# block 1

[src/rtl/pipelined_adder.sv]
// pipelined_adder: INPUT_SIZE-bit add/subtract split into STAGES carry-ripple
// segments with the inter-segment carry registered. Valid/ready handshake with
// a single global stall; carry-out and signed-overflow flags on the output.
// Optional probe outputs (A^Beff, A&Beff, per-bit carry) are compiled in when
// the macro PIPELINED_ADDER_PROBE_EN is defined.
module pipelined_adder #(
    parameter int INPUT_SIZE = 8,
    parameter int STAGES     = 2
) (
    input  logic                  clk,
    input  logic                  rst,
    input  logic                  in_valid,
    output logic                  in_ready,
    input  logic [INPUT_SIZE-1:0] a,
    input  logic [INPUT_SIZE-1:0] b,
    input  logic                  cin,
    input  logic                  sub,
    output logic                  out_valid,
    input  logic                  out_ready,
    output logic [INPUT_SIZE-1:0] sum,
    output logic                  cout,
    output logic                  ovf
`ifdef PIPELINED_ADDER_PROBE_EN
    ,
    output logic [INPUT_SIZE-1:0] axorb_out,
    output logic [INPUT_SIZE-1:0] aandb_out,
    output logic [INPUT_SIZE-1:0] carry_out
`endif
);

    localparam int SEG = INPUT_SIZE / STAGES;

    logic                  w_stall;
    logic [INPUT_SIZE-1:0] w_b_eff;
    logic                  w_c0;

    // Operand conditioning happens once, at acceptance: subtract is A + ~B + 1.
    assign w_b_eff = sub ? ~b : b;
    assign w_c0    = sub ? 1'b1 : cin;

    genvar k;
    generate
        for (k = 0; k < STAGES; k++) begin : g_stage
            // REM: operand bits still unprocessed when entering this stage.
            // DONE: result bits known once this stage has registered.
            localparam int REM  = INPUT_SIZE - k * SEG;
            localparam int DONE = (k + 1) * SEG;

            logic [REM-1:0]  w_a_in;
            logic [REM-1:0]  w_b_in;
            logic            w_c_in;
            logic            w_v_in;
            logic [SEG:0]    w_seg;
            logic [DONE-1:0] w_sum_nxt;

            logic            r_v;
            logic            r_c;
            logic [DONE-1:0] r_sum;

`ifdef PIPELINED_ADDER_PROBE_EN
            logic [SEG-1:0]  w_px;
            logic [SEG-1:0]  w_pn;
            logic [SEG-1:0]  w_pc;
            logic [DONE-1:0] w_x_nxt;
            logic [DONE-1:0] w_n_nxt;
            logic [DONE-1:0] w_co_nxt;
            logic [DONE-1:0] r_x;
            logic [DONE-1:0] r_n;
            logic [DONE-1:0] r_co;
`endif

            if (k == 0) begin : g_src
                assign w_a_in    = a;
                assign w_b_in    = w_b_eff;
                assign w_c_in    = w_c0;
                assign w_v_in    = in_valid;
                assign w_sum_nxt = w_seg[SEG-1:0];
`ifdef PIPELINED_ADDER_PROBE_EN
                assign w_x_nxt   = w_px;
                assign w_n_nxt   = w_pn;
                assign w_co_nxt  = w_pc;
`endif
            end else begin : g_src
                assign w_a_in    = g_stage[k-1].g_fwd.r_a;
                assign w_b_in    = g_stage[k-1].g_fwd.r_b;
                assign w_c_in    = g_stage[k-1].r_c;
                assign w_v_in    = g_stage[k-1].r_v;
                // Lower partial sums move forward unchanged under the new segment.
                assign w_sum_nxt = {w_seg[SEG-1:0], g_stage[k-1].r_sum};
`ifdef PIPELINED_ADDER_PROBE_EN
                assign w_x_nxt   = {w_px, g_stage[k-1].r_x};
                assign w_n_nxt   = {w_pn, g_stage[k-1].r_n};
                assign w_co_nxt  = {w_pc, g_stage[k-1].r_co};
`endif
            end

            // Segment ripple add, SEG+1 bits wide so the top bit is the carry out.
            assign w_seg = {1'b0, w_a_in[SEG-1:0]} + {1'b0, w_b_in[SEG-1:0]}
                         + {{SEG{1'b0}}, w_c_in};

`ifdef PIPELINED_ADDER_PROBE_EN
            // Per-bit propagate/generate; carry into bit i is a^b^sum at bit i.
            assign w_px = w_a_in[SEG-1:0] ^ w_b_in[SEG-1:0];
            assign w_pn = w_a_in[SEG-1:0] & w_b_in[SEG-1:0];
            assign w_pc = w_pn | (w_px & (w_px ^ w_seg[SEG-1:0]));

            // Probe registers travel with the sum and hold under stall.
            always_ff @(posedge clk) begin
                if (rst) begin
                    r_x  <= '0;
                    r_n  <= '0;
                    r_co <= '0;
                end else if (!w_stall) begin
                    r_x  <= w_x_nxt;
                    r_n  <= w_n_nxt;
                    r_co <= w_co_nxt;
                end
            end
`endif

            // Stage state: valid bit, carry into the next segment, accumulated sum.
            always_ff @(posedge clk) begin
                if (rst) begin
                    r_v   <= 1'b0;
                    r_c   <= 1'b0;
                    r_sum <= '0;
                end else if (!w_stall) begin
                    r_v   <= w_v_in;
                    r_c   <= w_seg[SEG];
                    r_sum <= w_sum_nxt;
                end
            end

            if (k < STAGES - 1) begin : g_fwd
                logic [REM-SEG-1:0] r_a;
                logic [REM-SEG-1:0] r_b;

                // Carry the operand bits that later stages still have to add.
                always_ff @(posedge clk) begin
                    if (rst) begin
                        r_a <= '0;
                        r_b <= '0;
                    end else if (!w_stall) begin
                        r_a <= w_a_in[REM-1:SEG];
                        r_b <= w_b_in[REM-1:SEG];
                    end
                end
            end else begin : g_last
                logic w_c_msb;
                logic r_ovf;

                // Carry into the MSB recovered from the MSB's own sum bit.
                assign w_c_msb = w_a_in[SEG-1] ^ w_b_in[SEG-1] ^ w_seg[SEG-1];

                // Signed overflow: carry into MSB differs from carry out of MSB.
                always_ff @(posedge clk) begin
                    if (rst) begin
                        r_ovf <= 1'b0;
                    end else if (!w_stall) begin
                        r_ovf <= w_c_msb ^ w_seg[SEG];
                    end
                end
            end
        end
    endgenerate

    // A held output beat freezes the whole pipeline, bubbles included.
    assign w_stall   = g_stage[STAGES-1].r_v & ~out_ready;
    assign in_ready  = ~w_stall;

    assign out_valid = g_stage[STAGES-1].r_v;
    assign sum       = g_stage[STAGES-1].r_sum;
    assign cout      = g_stage[STAGES-1].r_c;
    assign ovf       = g_stage[STAGES-1].g_last.r_ovf;

`ifdef PIPELINED_ADDER_PROBE_EN
    assign axorb_out = g_stage[STAGES-1].r_x;
    assign aandb_out = g_stage[STAGES-1].r_n;
    assign carry_out = g_stage[STAGES-1].r_co;
`endif

endmodule

[config.mk]
export PLATFORM = sky130hd
export DESIGN_NAME = pipelined_adder
export DESIGN_NICKNAME = d
export VERILOG_FILES = /design/src/rtl/pipelined_adder.sv
export SDC_FILE = /design/constraint.sdc
export NUM_CORES = 1
export LEC_CHECK = 0
export CAP_MARGIN = 5
export CORE_ASPECT_RATIO = 1.75
export CORE_MARGIN = 10
export CORE_UTILIZATION = 35
export CTS_BUF_LIST = sky130_fd_sc_hd__clkbuf_8
export CTS_CLUSTER_DIAMETER = 60
export CTS_CLUSTER_SIZE = 8
export DETAILED_ROUTE_END_ITERATION = 8
export PLACE_DENSITY = 0.63
export SYNTH_ARGS = -nofsm -noshare
export SYNTH_HDL_FRONTEND = slang
export SYNTH_SLANG_ARGS = --single-unit
[constraint.sdc]
create_clock -name clk -period 3.8 [get_ports clk]
set_clock_uncertainty 0.1 [all_clocks]
set_input_delay 0.57 -clock clk [delete_from_list [all_inputs] [get_ports clk]]
set_output_delay 0.57 -clock clk [all_outputs]
set_load 0.01 [all_outputs]
# block 2

[config.mk]
export PLATFORM = sky130hd
export DESIGN_NAME = truth_table_sequencer
export DESIGN_NICKNAME = d
export VERILOG_FILES = /design/src/rtl/truth_table_sequencer.sv
export SDC_FILE = /design/constraint.sdc
export NUM_CORES = 1
export LEC_CHECK = 0
export ABC_AREA = 1
export CAP_MARGIN = 0
export CORE_MARGIN = 2
export CORE_UTILIZATION = 37
export DETAILED_ROUTE_END_ITERATION = 7
export PLACE_DENSITY = 0.66
export REMOVE_ABC_BUFFERS = 1
export SKIP_LAST_GASP = 1
export SYNTH_ARGS = -nofsm -noshare
export SYNTH_HDL_FRONTEND = slang
export SYNTH_SLANG_ARGS = --single-unit
[constraint.sdc]
create_clock -name clk -period 4.82 [get_ports clk]
set_clock_uncertainty 0.15 [all_clocks]
set_input_delay 0.723 -clock clk [delete_from_list [all_inputs] [get_ports clk]]
set_output_delay 0.723 -clock clk [all_outputs]
set_load 0.02 [all_outputs]
[src/rtl/truth_table_sequencer.sv]
// Truth-table sequencer: sweeps all 2^NUM_IN input vectors through a combinational DUT,
// holding each for HOLD_CYCLES clocks and sampling f at the end of each hold window.
// The captured table is compared against a golden table latched at sweep start.
module truth_table_sequencer #(
  parameter int unsigned NUM_IN      = 4,
  parameter int unsigned HOLD_CYCLES = 20
) (
  input  logic                     clk,
  input  logic                     rst,
  input  logic                     start,
  input  logic [(1<<NUM_IN)-1:0]   expected,
  output logic [NUM_IN-1:0]        abcd,
  input  logic                     f_in,
  output logic                     busy,
  output logic                     done,
  output logic [(1<<NUM_IN)-1:0]   truth_table,
  output logic                     pass,
  output logic [NUM_IN:0]          mismatch_count,
  output logic [NUM_IN-1:0]        first_fail_idx
);

  localparam int unsigned Depth = 1 << NUM_IN;
  // A one-cycle hold still needs a 1-bit counter that is permanently at its last value.
  localparam int unsigned HoldW = (HOLD_CYCLES > 1) ? $clog2(HOLD_CYCLES) : 1;
  localparam logic [HoldW-1:0]  HoldLast = HoldW'(HOLD_CYCLES - 1);
  localparam logic [NUM_IN-1:0] IdxLast  = NUM_IN'(Depth - 1);

  typedef enum logic [1:0] {StIdle, StRun, StDone} state_e;

  state_e              state_q, state_d;
  logic [NUM_IN-1:0]   idx_q, idx_d;
  logic [HoldW-1:0]    hold_q, hold_d;
  logic [Depth-1:0]    exp_q, exp_d;
  logic [Depth-1:0]    table_q, table_d;
  logic [NUM_IN:0]     mism_q, mism_d;
  logic [NUM_IN-1:0]   first_q, first_d;
  logic                pass_q, pass_d;

  // Next-state logic: sweep control, sampling and result accumulation.
  always_comb begin
    state_d = state_q;
    idx_d   = idx_q;
    hold_d  = hold_q;
    exp_d   = exp_q;
    table_d = table_q;
    mism_d  = mism_q;
    first_d = first_q;
    pass_d  = pass_q;
    unique case (state_q)
      StIdle: begin
        if (start) begin
          state_d = StRun;
          idx_d   = '0;
          hold_d  = '0;
          exp_d   = expected;
          table_d = '0;
          mism_d  = '0;
          first_d = '0;
          pass_d  = 1'b0;
        end
      end
      StRun: begin
        hold_d = hold_q + 1'b1;
        if (hold_q == HoldLast) begin
          hold_d         = '0;
          table_d[idx_q] = f_in;
          if (f_in != exp_q[idx_q]) begin
            mism_d = mism_q + 1'b1;
            // Count still zero means this is the first miss of the sweep.
            if (mism_q == '0) begin
              first_d = idx_q;
            end
          end
          if (idx_q == IdxLast) begin
            state_d = StDone;
            // Resolve pass on the final sample so it is valid during the done pulse.
            pass_d  = (mism_d == '0);
          end else begin
            idx_d = idx_q + 1'b1;
          end
        end
      end
      StDone: begin
        state_d = StIdle;
      end
      default: begin
        state_d = StIdle;
      end
    endcase
  end

  // State and result registers with synchronous reset.
  always_ff @(posedge clk) begin
    if (rst) begin
      state_q <= StIdle;
      idx_q   <= '0;
      hold_q  <= '0;
      exp_q   <= '0;
      table_q <= '0;
      mism_q  <= '0;
      first_q <= '0;
      pass_q  <= 1'b0;
    end else begin
      state_q <= state_d;
      idx_q   <= idx_d;
      hold_q  <= hold_d;
      exp_q   <= exp_d;
      table_q <= table_d;
      mism_q  <= mism_d;
      first_q <= first_d;
      pass_q  <= pass_d;
    end
  end

  // Outputs decoded from registered state; vector is only driven while sweeping.
  always_comb begin
    busy           = (state_q == StRun);
    done           = (state_q == StDone);
    abcd           = (state_q == StRun) ? idx_q : '0;
    truth_table    = table_q;
    pass           = pass_q;
    mismatch_count = mism_q;
    first_fail_idx = first_q;
  end

endmodule

# block 3

[src/rtl/uart_baud_ctrl_if.sv]
// rtl/uart_baud_ctrl_if.sv - host/config side bundle of the baud-rate controller
interface uart_baud_ctrl_if #(
    parameter int PHASE_WIDTH = 32
);
    logic                   cfg_wr;
    logic [PHASE_WIDTH-1:0] cfg_inc;
    logic                   ab_start;
    logic                   ab_abort;
    logic                   ab_busy;
    logic                   ab_done;
    logic                   ab_err;
    logic [PHASE_WIDTH-1:0] phase_increment;

    modport master (
        output cfg_wr, cfg_inc, ab_start, ab_abort,
        input  ab_busy, ab_done, ab_err, phase_increment
    );

    modport slave (
        input  cfg_wr, cfg_inc, ab_start, ab_abort,
        output ab_busy, ab_done, ab_err, phase_increment
    );
endinterface

[src/rtl/uart_baud_ctrl.sv]
// rtl/uart_baud_ctrl.sv - DDS phase-increment register with 0x55 auto-baud measurement
module uart_baud_ctrl #(
    parameter int                     PHASE_WIDTH = 32,
    parameter int                     OVERSAMPLE  = 16,
    parameter int                     CNT_WIDTH   = 24,
    parameter logic [PHASE_WIDTH-1:0] RESET_INC   = '0
) (
    input  logic              clk,
    input  logic              rst,
    input  logic              rx_i,
    uart_baud_ctrl_if.slave   bus
);
    // Dividend is OVERSAMPLE * 2^(PHASE_WIDTH+3) = 2^Q_W, a single one above the
    // quotient width, so the divider starts with remainder 1 and shifts in zeros.
    localparam int Q_W    = PHASE_WIDTH + 3 + $clog2(OVERSAMPLE);
    localparam int DIV_CW = $clog2(Q_W);
    localparam logic [DIV_CW-1:0]    DIV_LAST = DIV_CW'(Q_W - 1);
    localparam logic [CNT_WIDTH:0]   MIN_M    = (CNT_WIDTH + 1)'(16 * OVERSAMPLE);
    // One below all-ones: stepping from here means cnt reaches all-ones this edge.
    localparam logic [CNT_WIDTH-1:0] CNT_LAST = {{(CNT_WIDTH - 1){1'b1}}, 1'b0};

    typedef enum logic [2:0] {
        S_IDLE, S_WAIT_HIGH, S_WAIT_START, S_MEASURE,
        S_CHECK, S_DIVIDE, S_DONE, S_ERR
    } state_t;

    state_t                 state_q, state_d;
    logic                   sync1_q, sync1_d, sync2_q, sync2_d, sync3_q, sync3_d;
    logic [CNT_WIDTH-1:0]   cnt_q, cnt_d;
    logic [2:0]             falls_q, falls_d;
    logic [CNT_WIDTH-1:0]   m_q, m_d;
    logic [CNT_WIDTH:0]     rem_q, rem_d;
    logic [PHASE_WIDTH-1:0] quot_q, quot_d;
    logic [DIV_CW-1:0]      div_cnt_q, div_cnt_d;
    logic [PHASE_WIDTH-1:0] inc_q, inc_d;
    logic                   busy_q, busy_d, done_q, done_d, err_q, err_d;

    logic                   fall;
    logic [CNT_WIDTH:0]     m_ext, rem_shift, rem_next;
    logic                   rem_ge;

    assign fall      = sync3_q & ~sync2_q;
    assign m_ext     = {1'b0, m_q};
    assign rem_shift = rem_q << 1;
    assign rem_ge    = (rem_shift >= m_ext);
    assign rem_next  = rem_ge ? (rem_shift - m_ext) : rem_shift;

    assign bus.phase_increment = inc_q;
    assign bus.ab_busy         = busy_q;
    assign bus.ab_done         = done_q;
    assign bus.ab_err          = err_q;

    // Next-state logic: synchronizer, measurement FSM and restoring divider.
    always_comb begin
        state_d   = state_q;
        sync1_d   = rx_i;
        sync2_d   = sync1_q;
        sync3_d   = sync2_q;
        cnt_d     = cnt_q;
        falls_d   = falls_q;
        m_d       = m_q;
        rem_d     = rem_q;
        quot_d    = quot_q;
        div_cnt_d = div_cnt_q;
        inc_d     = inc_q;
        busy_d    = busy_q;
        done_d    = 1'b0;
        err_d     = 1'b0;

        case (state_q)
            S_IDLE: begin
                if (bus.cfg_wr) begin
                    inc_d = bus.cfg_inc;
                end else if (bus.ab_start) begin
                    state_d = S_WAIT_HIGH;
                    busy_d  = 1'b1;
                end
            end
            S_WAIT_HIGH: begin
                if (sync2_q) state_d = S_WAIT_START;
            end
            S_WAIT_START: begin
                if (fall) begin
                    cnt_d   = '0;
                    falls_d = 3'd1;
                    state_d = S_MEASURE;
                end
            end
            S_MEASURE: begin
                if (fall && falls_q == 3'd4) begin
                    m_d     = cnt_q + CNT_WIDTH'(1);
                    state_d = S_CHECK;
                end else begin
                    if (fall) falls_d = falls_q + 3'd1;
                    if (cnt_q == CNT_LAST) state_d = S_ERR;
                    cnt_d = cnt_q + CNT_WIDTH'(1);
                end
            end
            S_CHECK: begin
                // Too short a bit period would overflow the quotient or push the DDS past clk/2.
                if (m_ext < MIN_M) begin
                    state_d = S_ERR;
                end else begin
                    rem_d     = (CNT_WIDTH + 1)'(1);
                    quot_d    = '0;
                    div_cnt_d = DIV_LAST;
                    state_d   = S_DIVIDE;
                end
            end
            S_DIVIDE: begin
                rem_d     = rem_next;
                quot_d    = (quot_q << 1) | PHASE_WIDTH'(rem_ge);
                div_cnt_d = div_cnt_q - DIV_CW'(1);
                if (div_cnt_q == '0) state_d = S_DONE;
            end
            S_DONE: begin
                inc_d   = quot_q;
                done_d  = 1'b1;
                busy_d  = 1'b0;
                state_d = S_IDLE;
            end
            S_ERR: begin
                err_d   = 1'b1;
                busy_d  = 1'b0;
                state_d = S_IDLE;
            end
            default: begin
                busy_d  = 1'b0;
                state_d = S_IDLE;
            end
        endcase

        // Abort wins over everything once a measurement is in flight.
        if (state_q != S_IDLE && bus.ab_abort) begin
            state_d = S_IDLE;
            busy_d  = 1'b0;
            done_d  = 1'b0;
            err_d   = 1'b0;
            inc_d   = inc_q;
        end
    end

    // State register with synchronous reset; the line synchronizer idles high.
    always_ff @(posedge clk) begin
        if (rst) begin
            state_q   <= S_IDLE;
            sync1_q   <= 1'b1;
            sync2_q   <= 1'b1;
            sync3_q   <= 1'b1;
            cnt_q     <= '0;
            falls_q   <= '0;
            m_q       <= '0;
            rem_q     <= '0;
            quot_q    <= '0;
            div_cnt_q <= '0;
            inc_q     <= RESET_INC;
            busy_q    <= 1'b0;
            done_q    <= 1'b0;
            err_q     <= 1'b0;
        end else begin
            state_q   <= state_d;
            sync1_q   <= sync1_d;
            sync2_q   <= sync2_d;
            sync3_q   <= sync3_d;
            cnt_q     <= cnt_d;
            falls_q   <= falls_d;
            m_q       <= m_d;
            rem_q     <= rem_d;
            quot_q    <= quot_d;
            div_cnt_q <= div_cnt_d;
            inc_q     <= inc_d;
            busy_q    <= busy_d;
            done_q    <= done_d;
            err_q     <= err_d;
        end
    end
endmodule

[src/flat_wrapper.sv]
// flat-port wrapper written by rule: the top's interface ports become plain ports
module uart_baud_ctrl_flat 
#(
    parameter int                     PHASE_WIDTH = 32,
    parameter int                     OVERSAMPLE  = 16,
    parameter int                     CNT_WIDTH   = 24,
    parameter logic [PHASE_WIDTH-1:0] RESET_INC   = '0
)
  (clk, rst, rx_i, bus_cfg_wr, bus_cfg_inc, bus_ab_start, bus_ab_abort, bus_ab_busy, bus_ab_done, bus_ab_err, bus_phase_increment);
  uart_baud_ctrl_if #(.PHASE_WIDTH(PHASE_WIDTH)) bus_i ();
  input  logic clk;
  input  logic rst;
  input  logic rx_i;
  input wire logic [$bits(bus_i.cfg_wr)-1:0] bus_cfg_wr;
  input wire logic [$bits(bus_i.cfg_inc)-1:0] bus_cfg_inc;
  input wire logic [$bits(bus_i.ab_start)-1:0] bus_ab_start;
  input wire logic [$bits(bus_i.ab_abort)-1:0] bus_ab_abort;
  output wire logic [$bits(bus_i.ab_busy)-1:0] bus_ab_busy;
  output wire logic [$bits(bus_i.ab_done)-1:0] bus_ab_done;
  output wire logic [$bits(bus_i.ab_err)-1:0] bus_ab_err;
  output wire logic [$bits(bus_i.phase_increment)-1:0] bus_phase_increment;
  assign bus_i.cfg_wr = bus_cfg_wr;
  assign bus_i.cfg_inc = bus_cfg_inc;
  assign bus_i.ab_start = bus_ab_start;
  assign bus_i.ab_abort = bus_ab_abort;
  assign bus_ab_busy = bus_i.ab_busy;
  assign bus_ab_done = bus_i.ab_done;
  assign bus_ab_err = bus_i.ab_err;
  assign bus_phase_increment = bus_i.phase_increment;
  uart_baud_ctrl #(.PHASE_WIDTH(PHASE_WIDTH), .OVERSAMPLE(OVERSAMPLE), .CNT_WIDTH(CNT_WIDTH), .RESET_INC(RESET_INC)) u_core (.clk(clk), .rst(rst), .rx_i(rx_i), .bus(bus_i));
endmodule
[config.mk]
export PLATFORM = sky130hd
export DESIGN_NAME = uart_baud_ctrl_flat
export DESIGN_NICKNAME = d
export VERILOG_FILES = /design/src/rtl/uart_baud_ctrl_if.sv /design/src/rtl/uart_baud_ctrl.sv /design/src/flat_wrapper.sv
export SDC_FILE = /design/constraint.sdc
export NUM_CORES = 1
export LEC_CHECK = 0
export CAP_MARGIN = 20
export CORE_ASPECT_RATIO = 0.5
export CORE_MARGIN = 8
export CORE_UTILIZATION = 28
export DETAILED_ROUTE_END_ITERATION = 10
export HOLD_SLACK_MARGIN = 0.02
export PLACE_DENSITY = 0.49
export SLEW_MARGIN = 20
export SYNTH_ARGS = -nofsm -noshare
export SYNTH_HDL_FRONTEND = slang
export SYNTH_SLANG_ARGS = --single-unit
[constraint.sdc]
create_clock -name clk -period 2.9 [get_ports clk]
set_input_delay 0.58 -clock clk [delete_from_list [all_inputs] [get_ports clk]]
set_output_delay 0.58 -clock clk [all_outputs]
set_load 0.02 [all_outputs]
Fig. 1: block 3, zoomed window
Window x 43 to 83, y 81 to 121 um. Cells in gray, sequential cells in the stronger gray; small squares are vias.
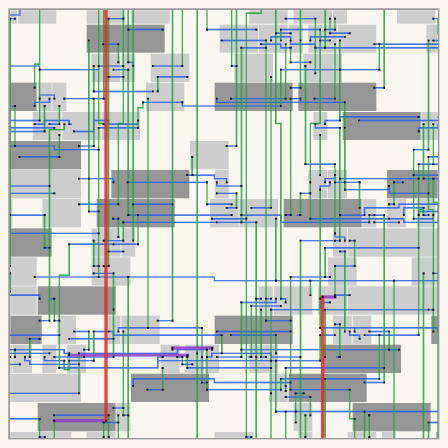
legend:
  blue:
    layer: met1
  purple:
    layer: met3
  green:
    layer: met2
  red:
    layer: met4
sequential cells in the window: 17
netlist names of flops here include: u_core.bus.phase_increment (10), u_core.quot_q (7)
most frequent: dfxtp_1 (17)
cells with their middle in the window: 74

==> results.txt, block 3 <==
Implementation results.

The flow ran to the end, but the final reports show violations. The final reports fail on setup timing. The fmax is between 300 and 400 MHz. For reference, the post-synthesis area per instance comes to 8.22 um2. The boundary pin count is 73. The final standard cell area without fillers is 0.00999 mm2. The number of distinct library cells after synthesis is roughly 60. The net count of the mapped netlist is 1030. The utilization of the core after routing is a little over a third.

The overall routing resource usage is 12.0%. According to the timing report, the critical path is launched from u_core.m_q[1]$_SDFFE_PP0P_. The share of total power in the clock network is 48.1%. The final hold violation count is 0.

The floorplan step set the die width to about 250 um. The area reported by Yosys stat is 0.00790 mm2. STA puts the critical path data required time at 3.20 ns. After routing, the total negative slack on setup checks comes to -0.00377 ns. The endpoint kind of the worst setup timing path is a flip-flop.

The worst reg2reg path depth is 14. The worst hold path was traced through 2 stages. The worst setup slack after layout is -0.00312 ns. Yosys reports that the most numerous cell types are sky130_fd_sc_hd__dfxtp_1 (154), sky130_fd_sc_hd__nor2_1 (122), sky130_fd_sc_hd__nand2_1 (91). The via count normalized by instance count is 4.82. Per the hold report, the tightest min-delay path originates at rst. Per the timing report, the most critical flop-to-flop path finishes at u_core.rem_q[22]$_SDFFE_PP0P_. The cell resize tally after clock tree synthesis is 14. The analysis reports a worst IR drop on VDD of about 0.42 mV.

The predominant post-synthesis flop cell is sky130_fd_sc_hd__dfxtp_1. The end-of-flow timing check tallies setup violations at 2. The net count of the finished layout is 1111. The via count of the routed design is 6920. After Yosys synthesis, XOR and XNOR cells account for 4.66% of the synthesized area. Of the combinational cells, the family taking the most area is simple AND/OR/NAND/NOR gates. The sequential power share is 44.2%. The mapped cell area is roughly 0.0079 mm2. Counting only logic cells after layout, the most numerous master is sky130_fd_sc_hd__dfxtp_1. Entering global routing, the biggest net connects 86 pins. The capture endpoint of the worst hold path is u_core.m_q[22]$_SDFFE_PP0P_.
[block 3: cell type report]
class	instances	area, um2
repair buffers	125	1190
fillers	2824	17700
multi-input cells	712	4490
flip-flops and latches	154	3090
clock inverters	13	180
inverters	32	120
well taps	382	478
clock buffers	19	443
[block 3: power by group through the flow]
stage | registers (mW) | logic, mW | clock network, mW
after floorplan | 2.30 | 0.150 | 0
after global placement | 2.25 | 0.388 | 0
after detailed placement | 2.25 | 0.390 | 0
after CTS | 2.20 | 0.392 | 2.46
after global routing | 2.21 | 0.420 | 2.56
final | 2.20 | 0.385 | 2.39
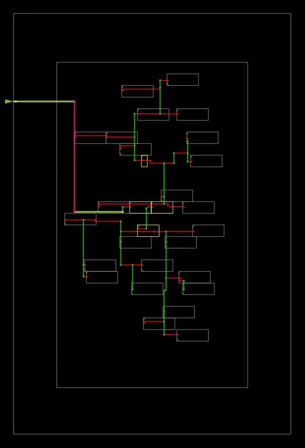
Fig. 2. Clock routing (block 1).
Power Clock: 0.149 mW
number of clock buffers inserted by TritonCTS: 3
Seq Cell Count: 25
Clock Latency Late Sink: 0.26 ns
count of clock buffers in the final design: 3

==> results.txt, block 1 <==
Implementation results.

The flow ran to the end, and the final reports show no timing, DRC or antenna violations. In the final layout, excluding clock inverters the inverter count is 4. After layout the signal buffers, clock cells excluded, come to 22.1% of cell area.

Summed over all nets, the half-perimeter wirelength after detailed placement is between 2000 and 2500 um. The setup slack of the worst register-to-register path is 1.92 ns. For this block, the routed nets add up to 2620 um of wire. The timing report shows the most common cell along the critical path to be sky130_fd_sc_hd__fa_1. The congestion estimate from routability-driven global placement came to 0.795. Of the combinational cells, the family taking the most area is simple AND/OR/NAND/NOR gates. Once detail routing completed, the nets flagged for antenna violations numbered 0. Entering global routing, the biggest net connects 29 pins. The capture endpoint of the worst hold path is sum[2]$_SDFFE_PP0N_. By area the synthesized netlist is led by sky130_fd_sc_hd__dfxtp_1 (41%), sky130_fd_sc_hd__nand2_1 (7.6%), sky130_fd_sc_hd__fa_1 (6.5%). Wire segments on met2 add up to between 1000 and 1500 um in the final route. The met3 global-route usage is under 10%. STA lists the startpoint of the worst register-to-register path as g_stage[0].r_c$_SDFFE_PP0N_. Input and output buffers added on the ports amount to 33. The proportion of cell area spent on the clock network is 2.76%.

STA classifies the critical path endpoint as a flip-flop. Counting plain and timing-repair buffers in the layout gives 37.
-- block 1: metrics by stage --
| stage | instance area, um2 | setup slack [ns] |
|---|---|---|
| 2_1_floorplan | 1230 | 1.30 |
| 3_3_place_gp | 1590 | 0.782 |
| 3_5_place_dp | 1590 | 0.739 |
| 4_1_cts | 1630 | 1.02 |
| 5_1_grt | 1630 | 0.891 |
| 6_report | 1630 | 1.03 |
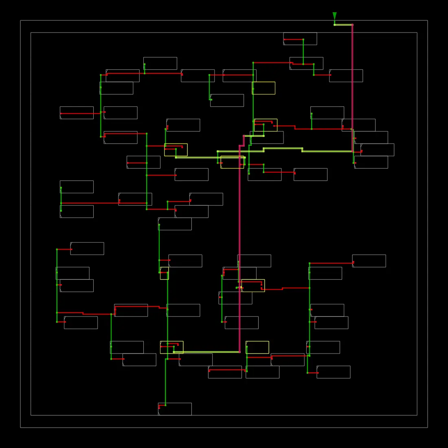
Fig. 3. Clock routing (block 2).
Seq Cell Count: 53
number of clock sinks: 53
number of clock buffers inserted by TritonCTS: 5
Power Clock: 0.277 mW

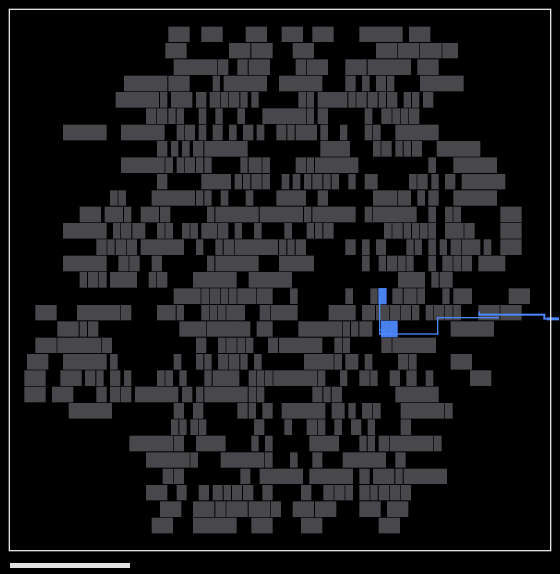
Fig. 4. Wires at chosen ports, followed through buffers (block 2).
Scale bar: 20 um.
legend:
  blue:
    port: f_in
    bits: 1
    direction: input
    end_cells: 3
    buffers: 1
    wire: 42.5 um

==> results.txt, block 2 <==
Implementation results.

The flow ran to the end, and the final reports show no timing, DRC or antenna violations. The tapcell count is 99. For this run, the detailed router's first-pass iteration total came to 5.

TritonCTS built the clock tree. The post-CTS hold buffer count recorded in the log is 0. The logic share of the area is about two fifths.

The initial antenna violation count was 0. STA puts the critical path data arrival time at 2.14 ns. Counting only logic cells after layout, the most numerous master is sky130_fd_sc_hd__nand2_1. Per the detail_route report, the via count comes to 2551. Routability-driven placement finished with a final weighted congestion of slightly below 0.8. The met3 global-route usage is 2.85%. STA lists the startpoint of the worst register-to-register path as idx_q[0]$_SDFFE_PP0P_. The launching instance or port of the critical path is state_q[0]$_SDFFE_PP0P_. The non-clock inverter instance count of the final layout is 61. The kind of cell with the highest combined delay along the critical path is buffers and inverters. The most common cell in the synthesized netlist is sky130_fd_sc_hd__nand2_1.
block 2: state kept, by name (all words and copies together), names as in the netlist:
name and flops:
exp_q 16, truth_table 16, hold_q 5, mismatch_count 5, first_fail_idx 4, idx_q 4, state_q 2, pass 1
block 2: stage by stage:
| stage | area [um2] | worst slack, ns |
|---|---|---|
| after floorplan | 2650 | 2.74 |
| final | 3390 | 1.80 |
| after CTS | 3390 | 1.80 |
| after global placement | 3290 | 2.08 |
| after global routing | 3390 | 1.66 |
| after detailed placement | 3290 | 2.03 |

==> layout pictures side by side <==
Wiring by layer.
Only two layers are drawn.
(a)
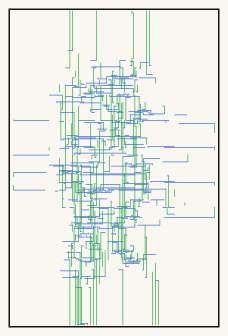
(b)
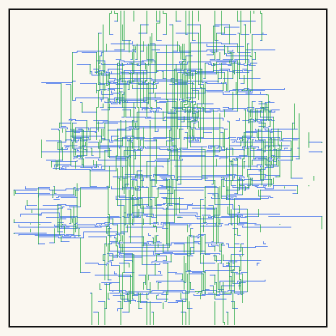
(c)
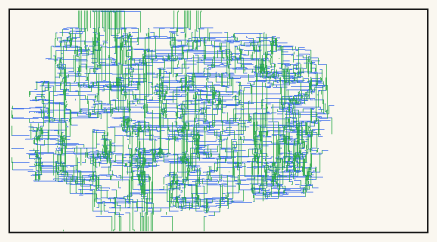
- least wire: (a)
(c) is block 3.
(a) is block 1.
(b) is block 2.

Key to (c):
legend:
  blue:
    layer: met1
    wire_length: 9900 um
  green:
    layer: met2
    wire_length: 9290 um



==> screenshots <==
Sequential cells grouped by signal name.
image #1
Scale bar: 20 um.
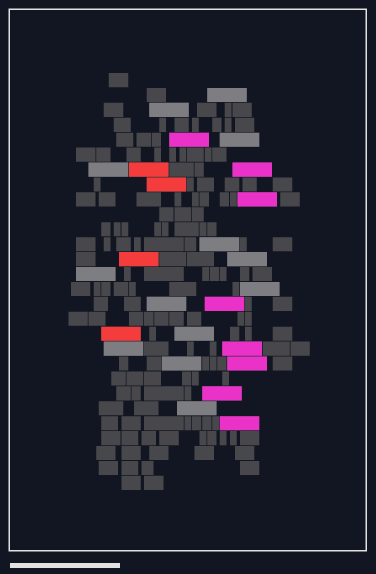
image #2
Scale bar: 20 um.
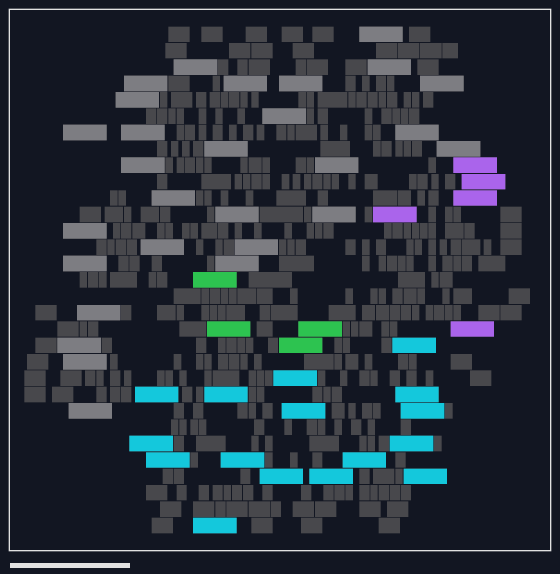
image #3
Scale bar: 100 um.
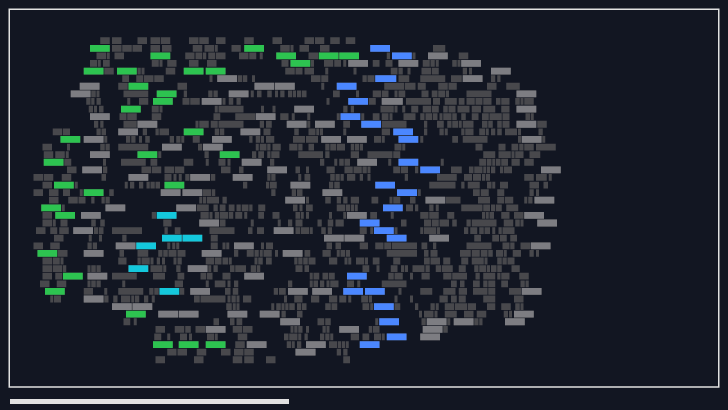
- image #1 = block 1
- image #2 = block 2
- image #3 = block 3

Key to image #3:
legend:
  green:
    netlist_name: u_core.bus.phase_increment
    sequential_cells: 32
  blue:
    netlist_name: u_core.m_q
    sequential_cells: 24
  cyan:
    netlist_name: u_core.div_cnt_q
    sequential_cells: 6
    where: middle left

No activity file was given, so power comes from the tool's default toggle rates.
